######## seq_shifter ########
==> seq_shifter/power_grid.png <==
Scale: 6 px per um. Pins as bars on the die edge. Tap cells in grey.
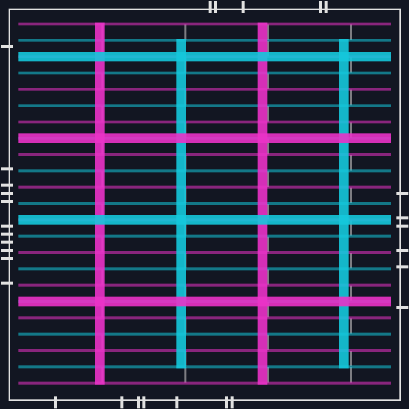

### src/rtl/seq_shifter.sv
// seq_shifter: multi-cycle shift/rotate unit.
// Moves the operand at most STEP bit positions per clock. A start/done
// handshake lets the controlling FSM stall until the result is valid.
// mode: 000 SLL, 001 SRL, 010 SRA, 011 ROL, 100 ROR. Any other value
// passes the operand through unchanged, with the same timing.
module seq_shifter #(
  parameter int WIDTH   = 8,
  parameter int STEP    = 1,
  parameter int SHAMT_W = $clog2(WIDTH)
) (
  input  logic               clk,
  input  logic               rst_n,
  input  logic               start,
  input  logic [2:0]         mode,
  input  logic [SHAMT_W-1:0] shamt,
  input  logic [WIDTH-1:0]   operand,
  output logic               ready,
  output logic               busy,
  output logic               done,
  output logic [WIDTH-1:0]   result,
  output logic               zero
);

  typedef enum logic [1:0] {
    IDLE  = 2'd0,
    SHIFT = 2'd1,
    DONE  = 2'd2
  } state_t;

  localparam logic [2:0] MODE_SLL = 3'b000;
  localparam logic [2:0] MODE_SRL = 3'b001;
  localparam logic [2:0] MODE_SRA = 3'b010;
  localparam logic [2:0] MODE_ROL = 3'b011;
  localparam logic [2:0] MODE_ROR = 3'b100;

  // STEP and WIDTH can both equal 2**SHAMT_W, so they need one extra bit.
  localparam int             STEP_I  = STEP;
  localparam int             WIDTH_I = WIDTH;
  localparam logic [SHAMT_W:0] STEP_C  = STEP_I[SHAMT_W:0];
  localparam logic [SHAMT_W:0] WIDTH_C = WIDTH_I[SHAMT_W:0];

  state_t             state_reg, state_next;
  logic [WIDTH-1:0]   result_reg, result_next;
  logic               zero_reg, zero_next;
  logic [SHAMT_W-1:0] rem_reg, rem_next;
  logic [2:0]         mode_reg, mode_next;
  logic               sign_reg, sign_next;

  logic               accept;
  logic               rem_lt_step;
  logic [SHAMT_W-1:0] step_n;
  logic [SHAMT_W:0]   wrap_n;
  logic [WIDTH-1:0]   fill_mask;
  logic [WIDTH-1:0]   step_result;
  logic [SHAMT_W-1:0] rem_step;

  // A request is taken in any state other than SHIFT, including DONE (back-to-back).
  assign accept = start && (state_reg != SHIFT);

  // One partial shift of n = min(STEP, rem) positions on the held result.
  always_comb begin
    rem_lt_step = ({1'b0, rem_reg} < STEP_C);
    // When STEP == WIDTH the low bits of STEP_C are zero, but then rem < STEP
    // always holds, so that branch is never taken.
    step_n      = rem_lt_step ? rem_reg : STEP_C[SHAMT_W-1:0];
    wrap_n      = WIDTH_C - {1'b0, step_n};
    fill_mask   = ~({WIDTH{1'b1}} >> step_n);
    rem_step    = rem_reg - step_n;
    case (mode_reg)
      MODE_SLL: step_result = result_reg << step_n;
      MODE_SRL: step_result = result_reg >> step_n;
      // The sign captured at accept is used, not the current MSB.
      MODE_SRA: step_result = (result_reg >> step_n) | (sign_reg ? fill_mask : '0);
      // A wrap amount of WIDTH (n = 0) shifts everything out, giving a no-op rotate.
      MODE_ROL: step_result = (result_reg << step_n) | (result_reg >> wrap_n);
      MODE_ROR: step_result = (result_reg >> step_n) | (result_reg << wrap_n);
      default:  step_result = result_reg;
    endcase
  end

  // Datapath next values: load on accept, step while shifting, otherwise hold.
  always_comb begin
    result_next = result_reg;
    rem_next    = rem_reg;
    mode_next   = mode_reg;
    sign_next   = sign_reg;
    if (accept) begin
      result_next = operand;
      rem_next    = shamt;
      mode_next   = mode;
      sign_next   = operand[WIDTH-1];
    end else if (state_reg == SHIFT) begin
      result_next = step_result;
      rem_next    = rem_step;
    end
    zero_next = (result_next == '0);
  end

  // State register with asynchronous reset.
  always_ff @(posedge clk or negedge rst_n) begin
    if (!rst_n) begin
      state_reg <= IDLE;
    end else begin
      state_reg <= state_next;
    end
  end

  // Datapath registers. Reset leaves a zero result with the zero flag set.
  always_ff @(posedge clk or negedge rst_n) begin
    if (!rst_n) begin
      result_reg <= '0;
      zero_reg   <= 1'b1;
      rem_reg    <= '0;
      mode_reg   <= '0;
      sign_reg   <= 1'b0;
    end else begin
      result_reg <= result_next;
      zero_reg   <= zero_next;
      rem_reg    <= rem_next;
      mode_reg   <= mode_next;
      sign_reg   <= sign_next;
    end
  end

  // Next-state logic. A zero shift amount skips SHIFT and goes straight to DONE.
  always_comb begin
    state_next = state_reg;
    case (state_reg)
      IDLE: begin
        if (start) state_next = (shamt != '0) ? SHIFT : DONE;
      end
      SHIFT: begin
        if (rem_step == '0) state_next = DONE;
      end
      DONE: begin
        if (start) state_next = (shamt != '0) ? SHIFT : DONE;
        else       state_next = IDLE;
      end
      default: state_next = IDLE;
    endcase
  end

  // Outputs are decoded from the registered state and datapath only.
  always_comb begin
    busy   = (state_reg == SHIFT);
    ready  = (state_reg != SHIFT);
    done   = (state_reg == DONE);
    result = result_reg;
    zero   = zero_reg;
  end

endmodule

### config.mk
export PLATFORM = sky130hd
export DESIGN_NAME = seq_shifter
export DESIGN_NICKNAME = d
export VERILOG_FILES = /design/src/rtl/seq_shifter.sv
export SDC_FILE = /design/constraint.sdc
export NUM_CORES = 1
export LEC_CHECK = 0
export CAP_MARGIN = 30
export CORE_UTILIZATION = 45
export CTS_CLUSTER_DIAMETER = 30
export CTS_CLUSTER_SIZE = 20
export DETAILED_ROUTE_END_ITERATION = 7
export GPL_ROUTABILITY_DRIVEN = 0
export PLACE_DENSITY = 0.69
export SLEW_MARGIN = 20
export SYNTH_ARGS = -nofsm -noshare
export SYNTH_HDL_FRONTEND = slang
export SYNTH_SLANG_ARGS = --single-unit
### constraint.sdc
create_clock -name clk -period 7.6 [get_ports clk]
set_input_delay 1.52 -clock clk [delete_from_list [all_inputs] [get_ports clk]]
set_output_delay 1.52 -clock clk [all_outputs]
set_load 0.01 [all_outputs]
######## fir_tm_sequencer ########
## config.mk

```make
export PLATFORM = sky130hd
export DESIGN_NAME = fir_tm_sequencer
export DESIGN_NICKNAME = d
export VERILOG_FILES = /design/src/rtl/fir_tm_pkg.sv /design/src/rtl/fir_tm_delay_line.sv /design/src/rtl/fir_tm_sequencer.sv
export SDC_FILE = /design/constraint.sdc
export NUM_CORES = 1
export LEC_CHECK = 0
export CAP_MARGIN = 20
export CORE_MARGIN = 5
export CORE_UTILIZATION = 30
export DETAILED_ROUTE_END_ITERATION = 16
export SYNTH_ARGS = -nofsm -noshare
export SYNTH_HDL_FRONTEND = slang
export SYNTH_SLANG_ARGS = --single-unit
```

## constraint.sdc

```tcl
create_clock -name clk -period 3 [get_ports clk]
set_input_delay 0.3 -clock clk [delete_from_list [all_inputs] [get_ports clk]]
set_output_delay 0.3 -clock clk [all_outputs]
set_load 0.01 [all_outputs]
```

## src/rtl/fir_tm_pkg.sv

```systemverilog
// Shared types and width/limit helpers for the time-multiplexed FIR sequencer.
package fir_tm_pkg;

    typedef enum logic [1:0] {
        IDLE,
        MAC,
        OUT
    } state_t;

    localparam int WI_DEF = 4;
    localparam int WF_DEF = 5;
    localparam int WORD_W = WI_DEF + WF_DEF;

    function automatic int word_w(input int wi, input int wf);
        return wi + wf;
    endfunction

    // Headroom of log2(NTAPS) bits lets NTAPS full-scale products sum without wrap.
    function automatic int acc_w(input int wio, input int wfo, input int ntaps);
        return wio + wfo + $clog2(ntaps);
    endfunction

    function automatic longint sat_hi(input int w);
        return (longint'(1) <<< (w - 1)) - 1;
    endfunction

    function automatic longint sat_lo(input int w);
        return -(longint'(1) <<< (w - 1));
    endfunction

endpackage

```

## src/rtl/fir_tm_delay_line.sv

```systemverilog
// Circular sample buffer: writes at its own pointer, reads k samples behind the newest.
module fir_tm_delay_line
    import fir_tm_pkg::*;
#(
    parameter int NTAPS = 8,
    parameter int W     = WORD_W
) (
    input  logic                       clk,
    input  logic                       rst_n,
    input  logic                       we,
    input  logic signed [W-1:0]        wdata,
    input  logic [$clog2(NTAPS)-1:0]   k,
    output logic signed [W-1:0]        rdata
);

    localparam int AW = $clog2(NTAPS);

    logic signed [W-1:0] mem [NTAPS];
    logic [AW-1:0]       wp_q;
    logic [AW-1:0]       rd_idx;

    always_ff @(posedge clk or negedge rst_n) begin
        if (!rst_n) begin
            wp_q <= '0;
            for (int i = 0; i < NTAPS; i++) mem[i] <= '0;
        end else if (we) begin
            mem[wp_q] <= wdata;
            wp_q      <= wp_q + AW'(1);
        end
    end

    // The newest sample sits one slot behind the write pointer; AW-bit math wraps naturally.
    assign rd_idx = wp_q - k - AW'(1);
    assign rdata  = mem[rd_idx];

endmodule

```

## src/rtl/fir_tm_sequencer.sv

```systemverilog
// Control and accumulate engine driving one shared multiplier over NTAPS cycles per sample.
module fir_tm_sequencer
    import fir_tm_pkg::*;
#(
    parameter int NTAPS = 8,
    parameter int WI    = WI_DEF,
    parameter int WF    = WF_DEF,
    parameter int WIO   = 8,
    parameter int WFO   = 10
) (
    input  logic                        clk,
    input  logic                        rst_n,
    input  logic                        in_valid,
    output logic                        in_ready,
    input  logic signed [WI+WF-1:0]     in_sample,
    input  logic                        coef_wr_en,
    input  logic [$clog2(NTAPS)-1:0]    coef_wr_addr,
    input  logic signed [WI+WF-1:0]     coef_wr_data,
    output logic                        coef_wr_ready,
    output logic signed [WI+WF-1:0]     mul_a,
    output logic signed [WI+WF-1:0]     mul_b,
    input  logic signed [WIO+WFO-1:0]   mul_p,
    input  logic                        mul_ovf,
    output logic                        out_valid,
    input  logic                        out_ready,
    output logic signed [WIO+WFO-1:0]   out_data,
    output logic                        out_ovf,
    output logic                        busy
);

    localparam int W    = word_w(WI, WF);
    localparam int PW   = WIO + WFO;
    localparam int ACCW = acc_w(WIO, WFO, NTAPS);
    localparam int AW   = $clog2(NTAPS);

    localparam logic signed [ACCW-1:0] SAT_HI = ACCW'(sat_hi(PW));
    localparam logic signed [ACCW-1:0] SAT_LO = ACCW'(sat_lo(PW));

    // Returns {saturated, value}.
    function automatic logic [PW:0] saturate(input logic signed [ACCW-1:0] v);
        if (v > SAT_HI) return {1'b1, SAT_HI[PW-1:0]};
        if (v < SAT_LO) return {1'b1, SAT_LO[PW-1:0]};
        return {1'b0, v[PW-1:0]};
    endfunction

    state_t                 state_q, state_d;
    logic                   rdy_q;
    logic [AW-1:0]          k_q;
    logic signed [ACCW-1:0] acc_q;
    logic                   ovf_st_q;
    logic signed [W-1:0]    coef_q [NTAPS];
    logic signed [PW-1:0]   out_data_q;
    logic                   out_ovf_q;

    logic signed [W-1:0]    dl_rdata;
    logic signed [ACCW-1:0] acc_nxt;
    logic [PW:0]            sat_res;
    logic                   accept;
    logic                   coef_we;
    logic                   last_tap;

    fir_tm_delay_line #(
        .NTAPS (NTAPS),
        .W     (W)
    ) u_dl (
        .clk   (clk),
        .rst_n (rst_n),
        .we    (accept),
        .wdata (in_sample),
        .k     (k_q),
        .rdata (dl_rdata)
    );

    // rdy_q keeps both ready outputs low until the first edge after reset release.
    always_comb begin
        state_d       = state_q;
        in_ready      = 1'b0;
        coef_wr_ready = 1'b0;
        out_valid     = 1'b0;
        mul_a         = '0;
        mul_b         = '0;
        case (state_q)
            IDLE: begin
                in_ready      = rdy_q;
                coef_wr_ready = rdy_q;
                if (in_valid && rdy_q) state_d = MAC;
            end
            MAC: begin
                mul_a = dl_rdata;
                mul_b = coef_q[k_q];
                if (k_q == AW'(NTAPS - 1)) state_d = OUT;
            end
            OUT: begin
                out_valid = 1'b1;
                if (out_ready) state_d = IDLE;
            end
            default: state_d = IDLE;
        endcase
    end

    assign accept   = in_valid && in_ready;
    assign coef_we  = coef_wr_en && coef_wr_ready;
    assign last_tap = (state_q == MAC) && (k_q == AW'(NTAPS - 1));
    assign acc_nxt  = acc_q + $signed({{(ACCW - PW){mul_p[PW-1]}}, mul_p});
    assign sat_res  = saturate(acc_nxt);

    always_ff @(posedge clk or negedge rst_n) begin
        if (!rst_n) begin
            state_q    <= IDLE;
            rdy_q      <= 1'b0;
            k_q        <= '0;
            acc_q      <= '0;
            ovf_st_q   <= 1'b0;
            out_data_q <= '0;
            out_ovf_q  <= 1'b0;
            for (int i = 0; i < NTAPS; i++) coef_q[i] <= '0;
        end else begin
            state_q <= state_d;
            rdy_q   <= 1'b1;
            if (coef_we) coef_q[coef_wr_addr] <= coef_wr_data;
            if (accept) begin
                k_q      <= '0;
                acc_q    <= '0;
                ovf_st_q <= 1'b0;
            end else if (state_q == MAC) begin
                acc_q    <= acc_nxt;
                ovf_st_q <= ovf_st_q | mul_ovf;
                k_q      <= k_q + AW'(1);
                // Result is captured with the final product folded in, so it is stable throughout OUT.
                if (last_tap) begin
                    out_data_q <= sat_res[PW-1:0];
                    out_ovf_q  <= ovf_st_q | mul_ovf | sat_res[PW];
                end
            end
        end
    end

    assign out_data = out_data_q;
    assign out_ovf  = out_ovf_q;
    assign busy     = (state_q != IDLE);

endmodule

```

######## instr_fetch ########
--- src/rtl/instr_fetch.sv ---
// Instruction fetch stage: owns the program counter, fetches 8-bit instructions
// over a req/ack handshake and holds each one for decode until it is consumed.
module instr_fetch #(
    parameter int ADDR_W   = 8,
    parameter int RESET_PC = 0,
    parameter int CNT_W    = 16
) (
    input  logic              clk,
    input  logic              rst_n,
    output logic              imem_req,
    output logic [ADDR_W-1:0] imem_addr,
    input  logic [7:0]        imem_rdata,
    input  logic              imem_ack,
    input  logic              stall,
    input  logic              jump,
    output logic [7:0]        instr,
    output logic [2:0]        opcode,
    output logic [ADDR_W-1:0] pc_out,
    output logic              instr_valid,
    output logic [CNT_W-1:0]  retired
);

    localparam logic [1:0] ST_IDLE  = 2'd0;
    localparam logic [1:0] ST_FETCH = 2'd1;
    localparam logic [1:0] ST_HOLD  = 2'd2;

    localparam logic [ADDR_W-1:0] PC_INIT = ADDR_W'(RESET_PC);
    localparam logic [ADDR_W-1:0] PC_ONE  = ADDR_W'(1);
    localparam logic [CNT_W-1:0]  CNT_ONE = CNT_W'(1);

    logic [1:0]        state_q,   state_d;
    logic [ADDR_W-1:0] pc_q,      pc_d;
    logic [7:0]        instr_q,   instr_d;
    logic [ADDR_W-1:0] pc_out_q,  pc_out_d;
    logic              valid_q,   valid_d;
    logic [CNT_W-1:0]  retired_q, retired_d;

    logic              in_fetch;
    logic              in_hold;
    logic              capture;
    logic              consume;
    logic [ADDR_W-1:0] seq_pc;
    logic [ADDR_W-1:0] jump_pc;

    assign in_fetch = (state_q == ST_FETCH);
    assign in_hold  = (state_q == ST_HOLD);
    assign capture  = in_fetch & imem_ack;
    assign consume  = in_hold & valid_q & ~stall;

    // Jumps stay inside the current 32-instruction page of the held instruction.
    assign seq_pc  = pc_out_q + PC_ONE;
    assign jump_pc = {pc_out_q[ADDR_W-1:5], instr_q[4:0]};

    always_comb begin
        state_d   = state_q;
        pc_d      = pc_q;
        instr_d   = instr_q;
        pc_out_d  = pc_out_q;
        valid_d   = valid_q;
        retired_d = retired_q;
        case (state_q)
            ST_IDLE: begin
                state_d = ST_FETCH;
            end
            ST_FETCH: begin
                if (capture) begin
                    instr_d  = imem_rdata;
                    pc_out_d = pc_q;
                    valid_d  = 1'b1;
                    state_d  = ST_HOLD;
                end
            end
            ST_HOLD: begin
                if (consume) begin
                    retired_d = retired_q + CNT_ONE;
                    valid_d   = 1'b0;
                    pc_d      = jump ? jump_pc : seq_pc;
                    state_d   = ST_FETCH;
                end
            end
            default: begin
                state_d = ST_IDLE;
                valid_d = 1'b0;
            end
        endcase
    end

    always_ff @(posedge clk or negedge rst_n) begin
        if (!rst_n) begin
            state_q   <= ST_IDLE;
            pc_q      <= PC_INIT;
            instr_q   <= 8'h00;
            pc_out_q  <= '0;
            valid_q   <= 1'b0;
            retired_q <= '0;
        end else begin
            state_q   <= state_d;
            pc_q      <= pc_d;
            instr_q   <= instr_d;
            pc_out_q  <= pc_out_d;
            valid_q   <= valid_d;
            retired_q <= retired_d;
        end
    end

    assign imem_req    = in_fetch;
    assign imem_addr   = pc_q;
    assign instr       = instr_q;
    assign opcode      = instr_q[7:5];
    assign pc_out      = pc_out_q;
    assign instr_valid = valid_q;
    assign retired     = retired_q;

endmodule

--- config.mk ---
export PLATFORM = sky130hd
export DESIGN_NAME = instr_fetch
export DESIGN_NICKNAME = d
export VERILOG_FILES = /design/src/rtl/instr_fetch.sv
export SDC_FILE = /design/constraint.sdc
export NUM_CORES = 1
export LEC_CHECK = 0
export CAP_MARGIN = 10
export CORE_MARGIN = 2
export CORE_UTILIZATION = 50
export CTS_CLUSTER_SIZE = 12
export DETAILED_ROUTE_END_ITERATION = 12
export MAX_ROUTING_LAYER = met4
export PLACE_DENSITY = 0.87
export SLEW_MARGIN = 5
export SYNTH_ARGS = -nofsm -noshare
export SYNTH_HDL_FRONTEND = slang
export SYNTH_SLANG_ARGS = --single-unit
--- constraint.sdc ---
create_clock -name clk -period 4.2 [get_ports clk]
set_clock_uncertainty 0.15 [all_clocks]
set_input_delay 0.84 -clock clk [delete_from_list [all_inputs] [get_ports clk]]
set_output_delay 0.84 -clock clk [all_outputs]
set_load 0.02 [all_outputs]
==> fir_tm_sequencer/flops_by_reg.png <==
Scale: 2 px per um.
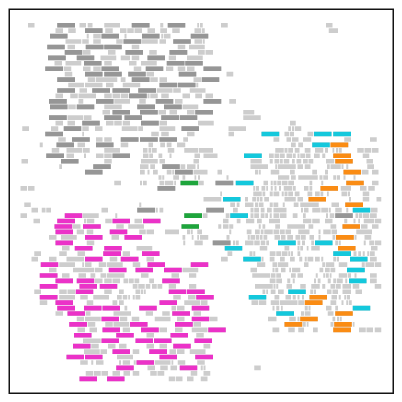
cyan -> acc_q  # sequential cells 21
magenta -> coef_q  # sequential cells 72
green -> k_q  # sequential cells 3
orange -> out_data  # sequential cells 18
not coloured = 80

==> flow_summary.yaml, fir_tm_sequencer <==
# implementation run metrics
finish:
  post-route-cell-area_sq_um: 12500
  clkcell_share_pct: 5.05
  area_used_by_sequential_logic_in_the_layout_sq_um: 4850
  clkbuf_count: 18
  flow.area_growth_from_synthesis_pct: 27.1
  dominant-cell-class: "sequential cells"
grt:
  grt_use_met2_pct: 22.0
  grt_first_pass_wirelength_um: 39800
status:
  outcome: "completed"
clocking:
  hold_buffers: 1
  clock_sink_count: 194
  cts_buffers: 17
final_timing:
  maxSlewViolCount: 0
die:
  chip_area_sq_um: 36600
  fp.dieH_um: 191
yosys:
  synthesis.nets: 839
  yosysCellCount: 768
  synth-simple-area-share_pct: 8.51
  edf_count: 0
min_path:
  min-delay-start: "out_ready"
  min_to: "state_q[1]"
power_and_ir_drop:
  worst_ir_drop_vdd_mv: 0.540
  switching_power_mw: 5.45
placed_design:
  placed_cell_areas_sq_um: 11800
  gp_congestion: 0.851
fir_tm_sequencer: power groups by stage:
| stage | clock (mW) | sequential, mW | combinational [mW] |
|---|---|---|---|
| floorplan | 0 | 4.28 | 5.00 |
| global placement | 0 | 4.37 | 7.75 |
| detailed placement | 0 | 4.41 | 7.85 |
| CTS | 2.50 | 4.36 | 7.83 |
| global route | 2.61 | 4.50 | 8.56 |
| finish | 2.43 | 4.36 | 7.83 |
==> instr_fetch/cell_density.png <==
Scale: 6 px per um. The die is cut into 7 by 7 equal tiles; white is low, dark blue is high, 0 to 100% covered.
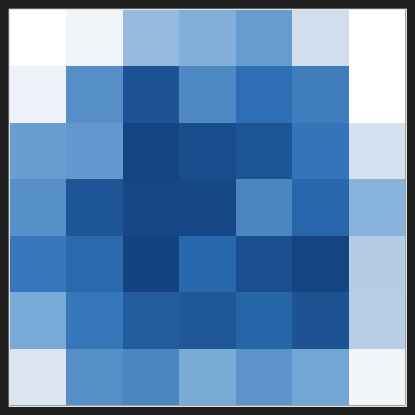
mean over tiles = 58%
densest ninth of the die = centre
tiles over 75% full = 35%
fullest tile = 92%

==> instr_fetch/clocks.png <==
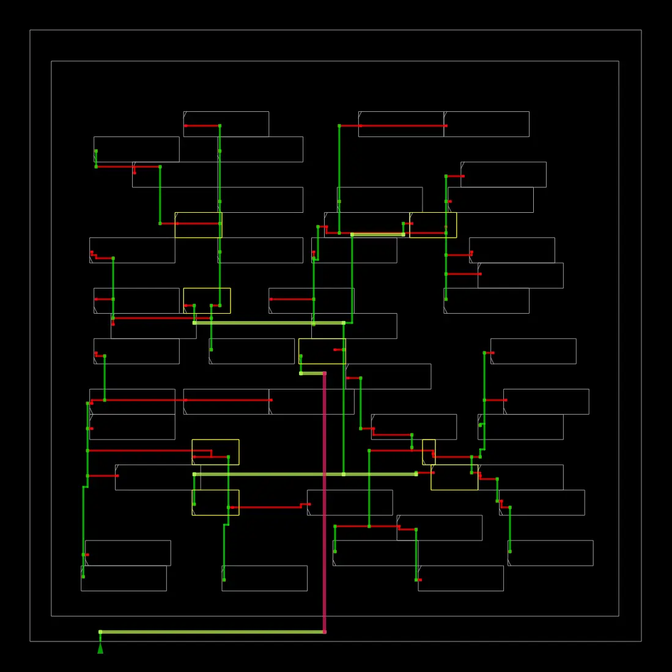
clock network power consumption: 280 uW
number of clock sinks seen by CTS: 43
clk ins delay skew pair: 0.29 ns

==> flow_summary.yaml, instr_fetch <==
# implementation run metrics
status:
  outcome: "completed"
clocking:
  ctsLongestPathBuffers: 2
yosys:
  synthesis.nets: 180
  synth-simple-area-share_pct: 14.7
  ys_types: 31
  yosysChipArea_sq_um: 1920
die:
  fp.coreArea_sq_um: 3660
finish:
  insertedDiodeCount: 0
  num-fill-cells: 260
  final_layout_size_suffix_gt1_share_pct: 13.1
  finalCoreUtilization_pct: 70.5
  layout.cells.most_common: "clkdlybuf4s50_1"
  area_used_by_sequential_logic_in_the_layout_sq_um: 1080
  layout.comb_gates.multi_input: 112
min_path:
  hold_critical_path_depth: 1
power_and_ir_drop:
  seq_power_uw: 647
  p_leak_nw: 1.11
  power.share.combinational_pct: 42.0
grt:
  met1_track_demand_over_resource_in_global_routing_pct: 24.4
  initial_antenna_violation_count: 0
  first_global_vias: 1454
critical_path:
  timing.critical_path.required_ns: 3.21
  timing.critical_path.slowest_stage_cell: "clkdlybuf4s50_1"
routing:
  detail_route.iter0.violations: 73
  totalWireLength_um: 3910
placed_design:
  gp_congestion: 0.817
instr_fetch: synthesized netlist by cell type (all sizes together):
master	number
and2b	1
nand2	23
o21ai	6
buf	7
o22ai	1
and4bb	1
nor3b	1
and2	1
inv	2
nor4	1
nor2	9
mux2i	3
xor2	4
clkbuf	1
and4	1
or2	1
nand4b	1
xnor2	17
a21oi	7
and3	2
ha	2
nor3	2
mux2	16
nand4	3
dfrtp	43
nand3	9
instr_fetch: state kept, by name, indices dropped and copies added (netlist names):
register and count:
imem_addr 8, instr_valid 1, instr 8, state_q 2, pc_out 8, retired 16
==> seq_shifter/cell_density.png <==
Scale: 6 px per um. The die is cut into 6 by 6 equal tiles; white is low, dark blue is high, 0 to 100% covered.
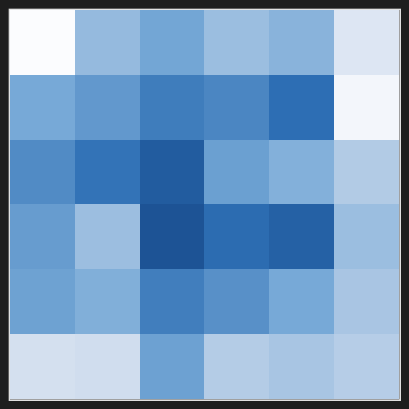
densest ninth of the die = centre
fullest tile = 86%
mean over tiles = 49%
nearly empty tiles = 2.8%
tiles over 75% full = 14%
area inside the core boundary: 3720 sq um
end-of-flow core utilization: 56.7%
Starting Density: 47.9%

## Picture notes: seq_shifter/power_grid.png
magenta -> VSS
cyan -> VDD
tap cells = 48
met5 straps = 4
signal pins = 29
rows = 22
Max IR drop VDD: 0.237 mV
Die Span X: 64.9 um

==> flow_summary.yaml, seq_shifter <==
# implementation run metrics
final_timing:
  hold_viol: 0
  finalSetupViolations: 0
  setup_slack_ns: 3.41
  finalSetupTns_ns: 0
  worst_slew_pin_slew_ns: 0.859
grt:
  globalRouteTotalUtil_pct: 26.9
critical_path:
  slowest_delay_ns: 0.69
  critical_path_sink_type: "flop"
finish:
  clkcell_share_pct: 2.61
  insertedDiodeCount: 0
status:
  outcome: "completed"
clocking:
  clock_sink_count: 18
min_path:
  min-delay-start: "state_reg[0]"
  hold_critical_path_depth: 1
job:
  log.warning_count: 28
power_and_ir_drop:
  sw_frac_of_total_pct: 51.7
placed_design:
  hpwl_after_dpl_um: 3800
yosys:
  synth-simple-area-share_pct: 25.3
  synth.mux.area_fraction_pct: 10.0
  yosys.area_share.adder_pct: 3.51
routing:
  remaining_drc_errors: 0
[seq_shifter: stage by stage]
stage | util, % | hold WS [ns] | area [sq um]
after global placement | 54.8 | 0.527 | 2040
after global routing | 56.7 | 0.598 | 2110
after floorplan | - | 0.491 | 1790
after detailed placement | 54.8 | 0.525 | 2040
after CTS | 56.3 | 0.541 | 2090
final | 56.7 | 0.542 | 2110
[seq_shifter: per-layer routing]
metal / wire, um / vias to the layer above / track usage (%)
li1: - / 843 / -
met1: 2330 / 871 / 38.1
met2: 2530 / 107 / 43.8
met3: 449 / 11 / 2.11
met4: 76 / 0 / 6.67
met5: 0 / - / 0

==> gallery <==
Signal wires by layer.
picture 1
Scale: 2 px per um.
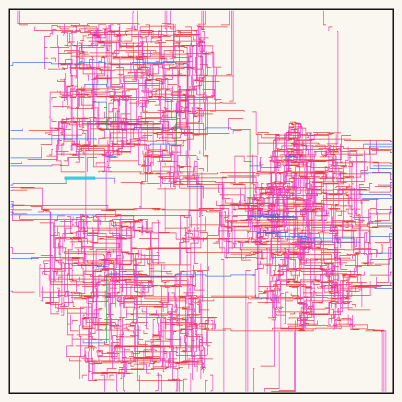
picture 2
Scale: 8 px per um.
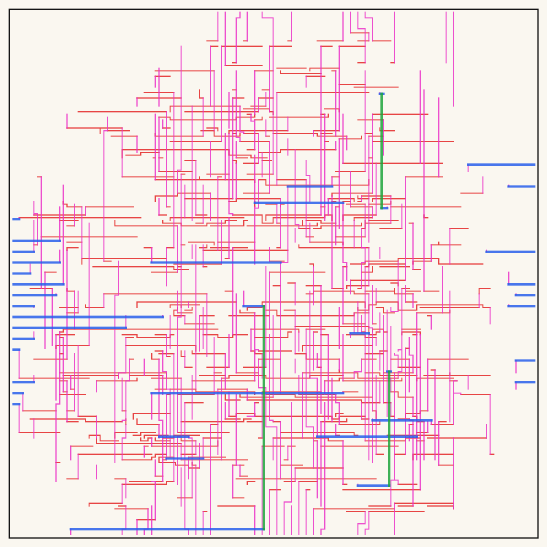
picture 3
Scale: 8 px per um.
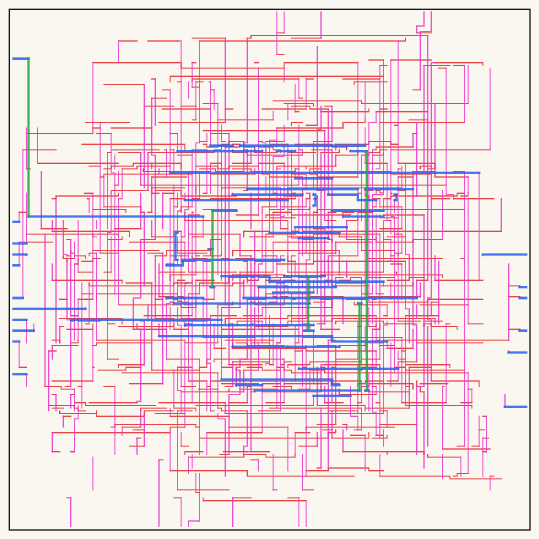
- most wire: picture 1
- largest die: picture 1
Picture 3 comes from seq_shifter.
Picture 1 comes from fir_tm_sequencer.
Picture 2 comes from instr_fetch.


######## control_unit ########
==> src/rtl/control_unit.sv <==
// control_unit: one-hot T1-T6 ring with opcode decode into the datapath control word, run/step and halt.
module control_unit #(
    parameter bit EARLY_END = 1'b1
) (
    input  logic       dummy_clk,
    input  logic       FPGA_inp_zero,
    input  logic       run,
    input  logic       step,
    input  logic [3:0] opcode,
    output logic [5:0] t_state,
    output logic       pc_out,
    output logic       pc_inc,
    output logic       pc_load,
    output logic       mar_load,
    output logic       ram_out,
    output logic       ram_we,
    output logic       ir_load,
    output logic       ir_out,
    output logic       acc_load,
    output logic       acc_out,
    output logic       b_load,
    output logic       alu_out,
    output logic       sub,
    output logic       out_load,
    output logic       instr_done,
    output logic       halt
);
    typedef enum logic [5:0] {
        T1 = 6'b000001,
        T2 = 6'b000010,
        T3 = 6'b000100,
        T4 = 6'b001000,
        T5 = 6'b010000,
        T6 = 6'b100000
    } phase_e;

    phase_e     phase;
    logic       step_q;
    logic       adv;
    logic       lda, add, sub_op, sta, jmp, out_op, hlt, nop, mem;
    logic       last4, last5, wrap;
    logic [5:0] t;

    assign t_state = phase;

    assign lda    = opcode == 4'b0000;
    assign add    = opcode == 4'b0001;
    assign sub_op = opcode == 4'b0010;
    assign sta    = opcode == 4'b0011;
    assign jmp    = opcode == 4'b0100;
    assign out_op = opcode == 4'b1110;
    assign hlt    = opcode == 4'b1111;
    assign nop    = ~(lda | add | sub_op | sta | jmp | out_op | hlt);
    assign mem    = lda | add | sub_op | sta;

    // HLT always ends at T4; the short instructions end early only when EARLY_END is set
    assign last4 = hlt | (EARLY_END & (jmp | out_op | nop));
    assign last5 = EARLY_END & (lda | sta);

    assign adv  = ~halt & ~FPGA_inp_zero & (run | (step & ~step_q));
    assign t    = phase & {6{adv}};
    assign wrap = (t[3] & last4) | (t[4] & last5) | t[5];

    assign pc_out     = t[0];
    assign pc_inc     = t[1];
    assign pc_load    = t[3] & jmp;
    assign mar_load   = t[0] | (t[3] & mem);
    assign ram_out    = t[2] | (t[4] & (lda | add | sub_op));
    assign ram_we     = t[4] & sta;
    assign ir_load    = t[2];
    assign ir_out     = t[3] & (mem | jmp);
    assign acc_load   = (t[4] & lda) | (t[5] & (add | sub_op));
    assign acc_out    = (t[3] & out_op) | (t[4] & sta);
    assign b_load     = t[4] & (add | sub_op);
    assign alu_out    = t[5] & (add | sub_op);
    assign sub        = t[5] & sub_op;
    assign out_load   = t[3] & out_op;
    assign instr_done = wrap;

    // phase ring, sticky halt and step edge history
    always_ff @(posedge dummy_clk) begin
        if (FPGA_inp_zero) begin
            phase  <= T1;
            halt   <= 1'b0;
            step_q <= 1'b0;
        end else begin
            step_q <= step;
            if (adv) begin
                phase <= wrap ? T1 : phase_e'({phase[4:0], phase[5]});
                halt  <= t[3] & hlt;
            end
        end
    end
endmodule
==> config.mk <==
export PLATFORM = sky130hd
export DESIGN_NAME = control_unit
export DESIGN_NICKNAME = d
export VERILOG_FILES = /design/src/rtl/control_unit.sv
export SDC_FILE = /design/constraint.sdc
export NUM_CORES = 1
export LEC_CHECK = 0
export CAP_MARGIN = 20
export CELL_PAD_IN_SITES_DETAIL_PLACEMENT = 0
export CELL_PAD_IN_SITES_GLOBAL_PLACEMENT = 1
export CORE_ASPECT_RATIO = 0.7
export CORE_MARGIN = 5
export CORE_UTILIZATION = 25
export CTS_BUF_LIST = sky130_fd_sc_hd__clkbuf_8
export DETAILED_ROUTE_END_ITERATION = 10
export GPL_TIMING_DRIVEN = 0
export HOLD_SLACK_MARGIN = 0.03
export PLACE_DENSITY = 0.75
export SYNTH_ARGS = -nofsm -noshare
export SYNTH_HDL_FRONTEND = slang
export SYNTH_SLANG_ARGS = --single-unit
==> constraint.sdc <==
create_clock -name dummy_clk -period 1.5 [get_ports dummy_clk]
set_input_delay 0.3 -clock dummy_clk [delete_from_list [all_inputs] [get_ports dummy_clk]]
set_output_delay 0.3 -clock dummy_clk [all_outputs]
set_load 0.05 [all_outputs]
######## muldiv_sequencer ########
<file path="config.mk">
export PLATFORM = sky130hd
export DESIGN_NAME = muldiv_sequencer
export DESIGN_NICKNAME = d
export VERILOG_FILES = /design/src/rtl/muldiv_pkg.sv /design/src/rtl/muldiv_step.sv /design/src/rtl/muldiv_sequencer.sv
export SDC_FILE = /design/constraint.sdc
export NUM_CORES = 1
export LEC_CHECK = 0
export ABC_AREA = 1
export ABC_CLOCK_PERIOD_IN_PS = 3000
export CAP_MARGIN = 10
export CORE_ASPECT_RATIO = 0.7
export CORE_UTILIZATION = 50
export CTS_CLUSTER_DIAMETER = 80
export DETAILED_ROUTE_END_ITERATION = 12
export PLACE_DENSITY = 0.82
export SKIP_CTS_REPAIR_TIMING = 1
export SLEW_MARGIN = 10
export SYNTH_ARGS = -nofsm -noshare
export SYNTH_HDL_FRONTEND = slang
export SYNTH_SLANG_ARGS = --single-unit
</file>
<file path="constraint.sdc">
create_clock -name Clk -period 3 [get_ports Clk]
set_input_delay 0.75 -clock Clk [delete_from_list [all_inputs] [get_ports Clk]]
set_output_delay 0.75 -clock Clk [all_outputs]
set_load 0.02 [all_outputs]
</file>
<file path="src/rtl/muldiv_pkg.sv">
// Shared definitions for the MULT/MULTU/DIV/DIVU sequencer.
//   - op_e    : operation encodings as presented on the Op port
//   - state_e : sequencer FSM states
//   - MD_WIDTH: default operand width
package muldiv_pkg;

  localparam int MD_WIDTH = 32;

  typedef enum logic [1:0] {
    OP_MULT  = 2'b00,
    OP_MULTU = 2'b01,
    OP_DIV   = 2'b10,
    OP_DIVU  = 2'b11
  } op_e;

  typedef enum logic [1:0] {
    S_IDLE = 2'b00,
    S_CALC = 2'b01,
    S_FIX  = 2'b10,
    S_DONE = 2'b11
  } state_e;

endpackage

</file>
<file path="src/rtl/muldiv_step.sv">
// One radix-2 iteration of the multiply / divide loop (purely combinational).
//   is_div  : 1 = restoring divide step, 0 = shift-add multiply step
//   acc_i   : partial product high half (multiply) or partial remainder (divide)
//   shreg_i : multiplier being consumed (multiply) or dividend/quotient (divide)
//   opnd_i  : multiplicand (multiply) or divisor (divide)
//   acc_o   : next accumulator / remainder
//   shreg_o : next shift register
module muldiv_step
  import muldiv_pkg::*;
#(
  parameter int WIDTH = MD_WIDTH
) (
  input  logic             is_div,
  input  logic [WIDTH-1:0] acc_i,
  input  logic [WIDTH-1:0] shreg_i,
  input  logic [WIDTH-1:0] opnd_i,
  output logic [WIDTH-1:0] acc_o,
  output logic [WIDTH-1:0] shreg_o
);

  logic [WIDTH-1:0] addend;
  logic [WIDTH:0]   sum;
  logic [WIDTH:0]   trial;

  always_comb begin
    addend = shreg_i[0] ? opnd_i : '0;
    sum    = {1'b0, acc_i} + {1'b0, addend};
    // The remainder stays below the divisor, so bit WIDTH of the trial
    // difference is a clean borrow flag.
    trial  = {acc_i, shreg_i[WIDTH-1]} - {1'b0, opnd_i};
    if (is_div) begin
      if (!trial[WIDTH]) begin
        acc_o   = trial[WIDTH-1:0];
        shreg_o = {shreg_i[WIDTH-2:0], 1'b1};
      end else begin
        acc_o   = {acc_i[WIDTH-2:0], shreg_i[WIDTH-1]};
        shreg_o = {shreg_i[WIDTH-2:0], 1'b0};
      end
    end else begin
      // Shift {carry, acc, shreg} right by one; product builds up in {acc, shreg}.
      acc_o   = sum[WIDTH:1];
      shreg_o = {sum[0], shreg_i[WIDTH-1:1]};
    end
  end

endmodule

</file>
<file path="src/rtl/muldiv_sequencer.sv">
// Multi-cycle MULT/MULTU/DIV/DIVU sequencer owning the HI/LO register pair.
//   Clk, Reset_n      : clock and synchronous active-low reset
//   Start, Op, A, B   : issue request, operation, rs / rt operands
//   WrHi, WrLo, WrData: MTHI / MTLO writes (only while not busy)
//   Flush             : abort any in-flight operation
//   Busy              : high in CALC and FIX
//   Done              : one-cycle pulse when HI/LO hold a new result
//   DivZero           : set when a divide was issued with B == 0
//   Hi, Lo            : HI / LO registers
module muldiv_sequencer
  import muldiv_pkg::*;
#(
  parameter int WIDTH = MD_WIDTH,
  parameter int CNT_W = 5
) (
  input  logic             Clk,
  input  logic             Reset_n,
  input  logic             Start,
  input  logic [1:0]       Op,
  input  logic [WIDTH-1:0] A,
  input  logic [WIDTH-1:0] B,
  input  logic             WrHi,
  input  logic             WrLo,
  input  logic [WIDTH-1:0] WrData,
  input  logic             Flush,
  output logic             Busy,
  output logic             Done,
  output logic             DivZero,
  output logic [WIDTH-1:0] Hi,
  output logic [WIDTH-1:0] Lo
);

  state_e           state_q, state_d;
  logic [CNT_W-1:0] cnt_q, cnt_d;
  logic [WIDTH-1:0] acc_q, acc_d;
  logic [WIDTH-1:0] shreg_q, shreg_d;
  logic [WIDTH-1:0] opnd_q, opnd_d;
  logic [WIDTH-1:0] hi_q, hi_d;
  logic [WIDTH-1:0] lo_q, lo_d;
  logic             is_div_q, is_div_d;
  logic             neg_res_q, neg_res_d;  // negate product / quotient
  logic             neg_rem_q, neg_rem_d;  // negate remainder
  logic             divzero_q, divzero_d;

  logic [WIDTH-1:0]   step_acc, step_shreg;
  logic               idle_or_done, start_acc;
  logic               signed_op, div_op, a_neg, b_neg, div_zero;
  logic [WIDTH-1:0]   a_mag, b_mag;
  logic [2*WIDTH-1:0] prod, prod_fix;

  muldiv_step #(.WIDTH(WIDTH)) u_step (
    .is_div  (is_div_q),
    .acc_i   (acc_q),
    .shreg_i (shreg_q),
    .opnd_i  (opnd_q),
    .acc_o   (step_acc),
    .shreg_o (step_shreg)
  );

  assign idle_or_done = (state_q == S_IDLE) || (state_q == S_DONE);
  assign start_acc    = Start && idle_or_done && !Flush;

  // Operand conditioning for a newly accepted operation.
  assign signed_op = (Op == OP_MULT) || (Op == OP_DIV);
  assign div_op    = Op[1];
  assign a_neg     = signed_op && A[WIDTH-1];
  assign b_neg     = signed_op && B[WIDTH-1];
  assign a_mag     = a_neg ? (~A + 1'b1) : A;
  assign b_mag     = b_neg ? (~B + 1'b1) : B;
  assign div_zero  = div_op && (B == '0);

  assign prod     = {acc_q, shreg_q};
  assign prod_fix = neg_res_q ? (~prod + 1'b1) : prod;

  always_comb begin
    state_d   = state_q;
    cnt_d     = cnt_q;
    acc_d     = acc_q;
    shreg_d   = shreg_q;
    opnd_d    = opnd_q;
    hi_d      = hi_q;
    lo_d      = lo_q;
    is_div_d  = is_div_q;
    neg_res_d = neg_res_q;
    neg_rem_d = neg_rem_q;
    divzero_d = divzero_q;

    // MT writes only when idle and not displaced by an accepted Start.
    if (idle_or_done && !start_acc) begin
      if (WrHi) hi_d = WrData;
      if (WrLo) lo_d = WrData;
    end

    if (Flush) begin
      state_d = S_IDLE;
      cnt_d   = '0;
    end else begin
      case (state_q)
        S_IDLE, S_DONE: begin
          state_d = S_IDLE;
          if (start_acc) begin
            cnt_d     = '0;
            is_div_d  = div_op;
            divzero_d = div_zero;
            if (div_zero) begin
              // Preload the FIX inputs so the normal divide path yields
              // Lo = all ones and Hi = raw A.
              acc_d     = A;
              shreg_d   = '1;
              neg_res_d = 1'b0;
              neg_rem_d = 1'b0;
              state_d   = S_FIX;
            end else begin
              acc_d     = '0;
              shreg_d   = div_op ? a_mag : b_mag;
              opnd_d    = div_op ? b_mag : a_mag;
              neg_res_d = a_neg ^ b_neg;
              neg_rem_d = div_op && a_neg;
              state_d   = S_CALC;
            end
          end
        end
        S_CALC: begin
          acc_d   = step_acc;
          shreg_d = step_shreg;
          cnt_d   = cnt_q + 1'b1;
          if (cnt_q == CNT_W'(WIDTH - 1)) state_d = S_FIX;
        end
        S_FIX: begin
          if (is_div_q) begin
            lo_d = neg_res_q ? (~shreg_q + 1'b1) : shreg_q;
            hi_d = neg_rem_q ? (~acc_q + 1'b1) : acc_q;
          end else begin
            hi_d = prod_fix[2*WIDTH-1:WIDTH];
            lo_d = prod_fix[WIDTH-1:0];
          end
          state_d = S_DONE;
        end
        default: state_d = S_IDLE;
      endcase
    end
  end

  always_ff @(posedge Clk) begin
    if (!Reset_n) begin
      state_q   <= S_IDLE;
      cnt_q     <= '0;
      acc_q     <= '0;
      shreg_q   <= '0;
      opnd_q    <= '0;
      hi_q      <= '0;
      lo_q      <= '0;
      is_div_q  <= 1'b0;
      neg_res_q <= 1'b0;
      neg_rem_q <= 1'b0;
      divzero_q <= 1'b0;
    end else begin
      state_q   <= state_d;
      cnt_q     <= cnt_d;
      acc_q     <= acc_d;
      shreg_q   <= shreg_d;
      opnd_q    <= opnd_d;
      hi_q      <= hi_d;
      lo_q      <= lo_d;
      is_div_q  <= is_div_d;
      neg_res_q <= neg_res_d;
      neg_rem_q <= neg_rem_d;
      divzero_q <= divzero_d;
    end
  end

  assign Busy    = (state_q == S_CALC) || (state_q == S_FIX);
  assign Done    = (state_q == S_DONE);
  assign DivZero = divzero_q;
  assign Hi      = hi_q;
  assign Lo      = lo_q;

endmodule

</file>

==> screenshots <==
Signal wires by layer.
image #1
Scale: 2 px per um.
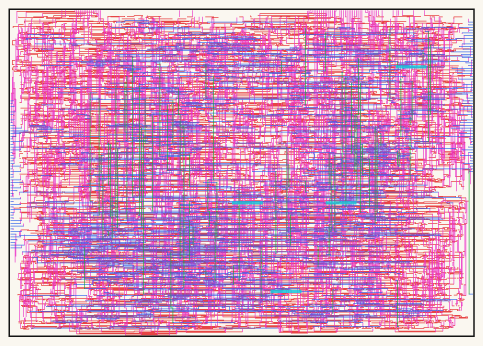
image #2
Scale: 8 px per um.
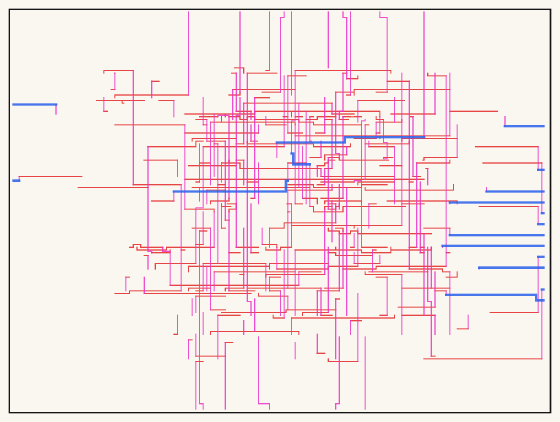
muldiv_sequencer is image #1.
control_unit is image #2.
- most wire: image #1
- largest die: image #1

Key to image #1:
magenta -> metal 2  # wire length 32.2 mm
blue -> metal 3  # wire length 15,600 um
cyan -> metal 5  # wire length 55.2 um
green -> metal 4  # wire length 2,410 um
red -> metal 1  # wire length 38.7 mm

==> muldiv_sequencer/layer_met4.png <==
Scale: 2 px per um. Supply wires on this layer in grey.
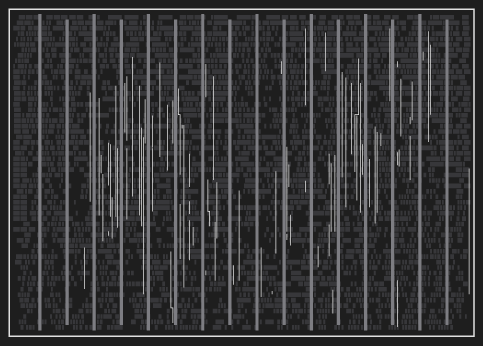
longest straight run = 80.9 um
wire length on this layer = 2,410 um
share of all routed wire = 2.7%
nets with wire on the layer = 72
main direction = vertical
Total Wirelength: 88,800 um
routed vias: 24,500

==> muldiv_sequencer/clocks.png <==
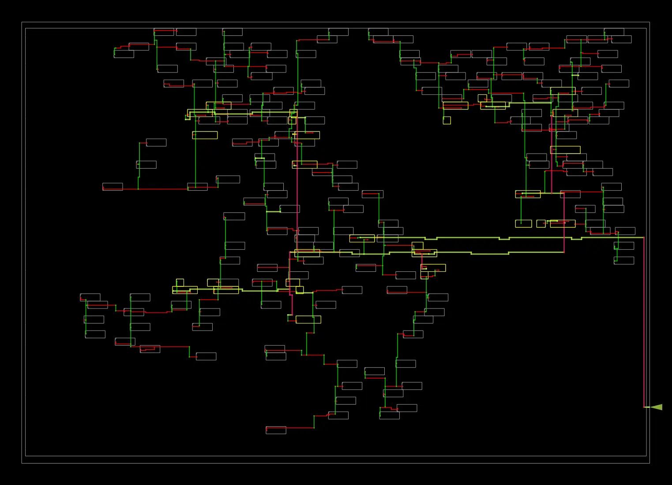
clk ins delay skew pair: 0.46 ns
number of flip-flops and latches: 171
number of clock sinks seen by CTS: 171

==> flow_summary.yaml, muldiv_sequencer <==
# implementation run metrics
status:
  outcome: "completed"
yosys:
  postSynth.asyncResetShare_pct: 0
  synth.area.top_cells: "nand2_1 (19%), dfxtp_1 (19%), inv_1 (9.3%)"
  synth_compound_gate_area_share_pct: 20.3
  synth_seq_share_pct: 18.5
  synth.mux.area_fraction_pct: 0
  yosysCellCount: 3348
  commonest_cells_post_synth: "nand2_1 (955), inv_1 (459), nor2_1 (361)"
placed_design:
  gp_congestion: 1.15
  hpwl_after_dpl_um: 72500
final_timing:
  setup_slack_ns: 0.0432
  finalSetupViolations: 0
die:
  fp.coreArea_sq_um: 36100
  standard_cell_rows: 58
finish:
  post-route-cell-area_sq_um: 23000
  bufAreaShareNonClock_pct: 16.8
  fin_nets: 3844
critical_path:
  timing.critical_path.required_ns: 3.38
  worst_reg2reg_path_startpoint: "acc_q[6]"
  cp_cell_sequence: "ha_1 > nand2_2 > inv_1 > a21oi_1 > nand2_2 > nand2_2 > nand2_2 > nand2_2 > nand2_2 > nand2_4 > nand2_8 > buf_12 > nand2_1 > nand3_1 > nand2_1 > nand3_1 > a21oi_1"
  timing.setup.critical_path_class: "flop to flop"
  r2r_slack_ns: 0.04
  timing.critical_path.slowest_stage_cell: "dfxtp_1"
  crit_path_start_kind: "flop"
routing:
  routedWlPerCell_um: 21.4
  drt_first_pass_iters: 6
grt:
  globalRouteTotalUtil_pct: 46.0
  first_global_vias: 21200
min_path:
  min-delay-start: "cnt_q[4]"
power_and_ir_drop:
  worst_ir_drop_vdd_mv: 0.434
## muldiv_sequencer: routing by layer
metal	up-vias	track usage [%]	wire, um
li1	11500	-	-
met1	11100	68.7	38700
met2	1716	58.7	32200
met3	179	19.0	15600
met4	8	11.6	2410
met5	-	0	55
## muldiv_sequencer: worst max path at each step
stage / end / slack, ns / cells after the start
6_report: acc_q[18] / 0.04 / 17
5_1_grt: acc_q[22] / 0.003 / 18
4_1_cts: acc_q[7] / 0.07 / 21
2_1_floorplan: acc_q[15] / 0.49 / 21
3_3_place_gp: opnd_q[21] / -0.03 / 12
3_5_place_dp: shreg_q[22] / -0.08 / 16
==> control_unit/sizes.png <==
Scale: 6 px per um.
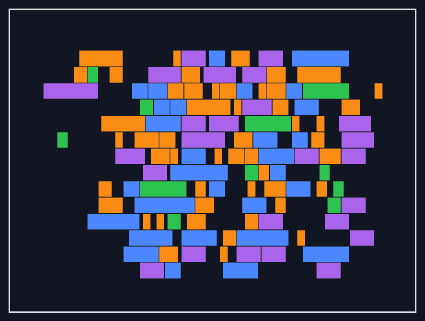
blue -> _3 and _4 cells  # cells 29, share 25%
purple -> _6 and larger  # cells 25, share 22%
orange -> _0 and _1 cells  # cells 50, share 43%
green -> _2 cells  # cells 11, share 9.6%

==> flow_summary.yaml, control_unit <==
# implementation run metrics
status:
  violations: "negative setup slack"
  outcome: "finished, violations left"
yosys:
  synthesis.nets: 80
critical_path:
  r2r_slack_ns: 0.12
final_timing:
  holdWs_ns: 0.287
  setup_slack_ns: -0.285
  finalSetupViolations: 15
  finalSetupTns_ns: -2.69
die:
  die_width_um: 67.5
power_and_ir_drop:
  total_power_uw: 820
  comb_power_uw: 314
placed_design:
  dpl.cell_count: 129
grt:
  maximum_number_of_pins_on_one_net_before_global_route_repair: 10
routing:
  m1WireLength_um: 943
clocking:
  tritoncts: "yes"
  post_cts_resized: 130
[control_unit: layout make-up]
| class | count | area share, % |
|---|---|---|
| Clock inverter | 1 | 0.300 |
| Multi-Input combinational cell | 51 | 41.7 |
| Inverter | 8 | 2.40 |
| Clock buffer | 3 | 3.30 |
| Tap cell | 32 | 3.20 |
| Buffer | 5 | 4.70 |
| Sequential cell | 8 | 13.4 |
| Timing Repair Buffer | 39 | 30.9 |
[control_unit: logic make-up after synthesis]
group	Yosys count
muxes	3
DFF	8
buffers and inverters	13
AOI/OAI and AO/OA	18
xor gates and xnor gates	2
and+or+nand+nor	28


==> notes/layouts.md <==
Pictures saved along the way, in no particular order.

Supply network.
(a)
Scale: 6 px per um. Pins as bars on the die edge. Tap cells in grey.
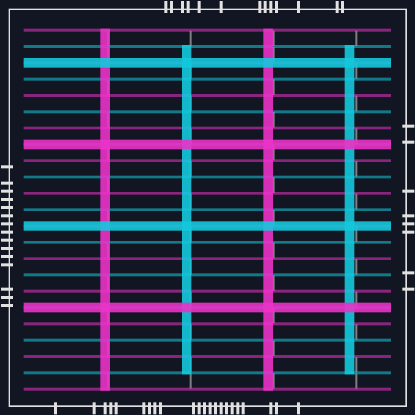
(b)
Scale: 6 px per um. Pins as bars on the die edge. Tap cells in grey.
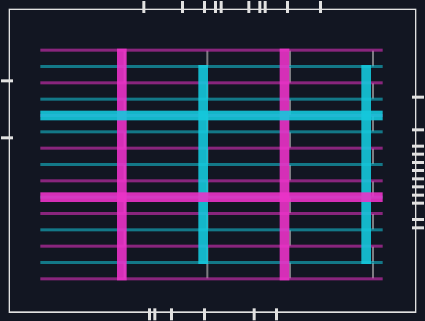
(c)
Scale: 1.5 px per um. Pins as bars on the die edge. Tap cells in grey.
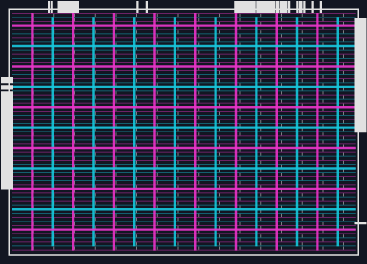
| from | picture |
|---|---|
| muldiv_sequencer | (c) |
| control_unit | (b) |
| instr_fetch | (a) |

Key to (c):
magenta -> VSS
cyan -> VDD
rows = 58
signal pins = 171
met5 straps = 11
tap cells = 480

No activity file was given, so power comes from the tool's default toggle rates.
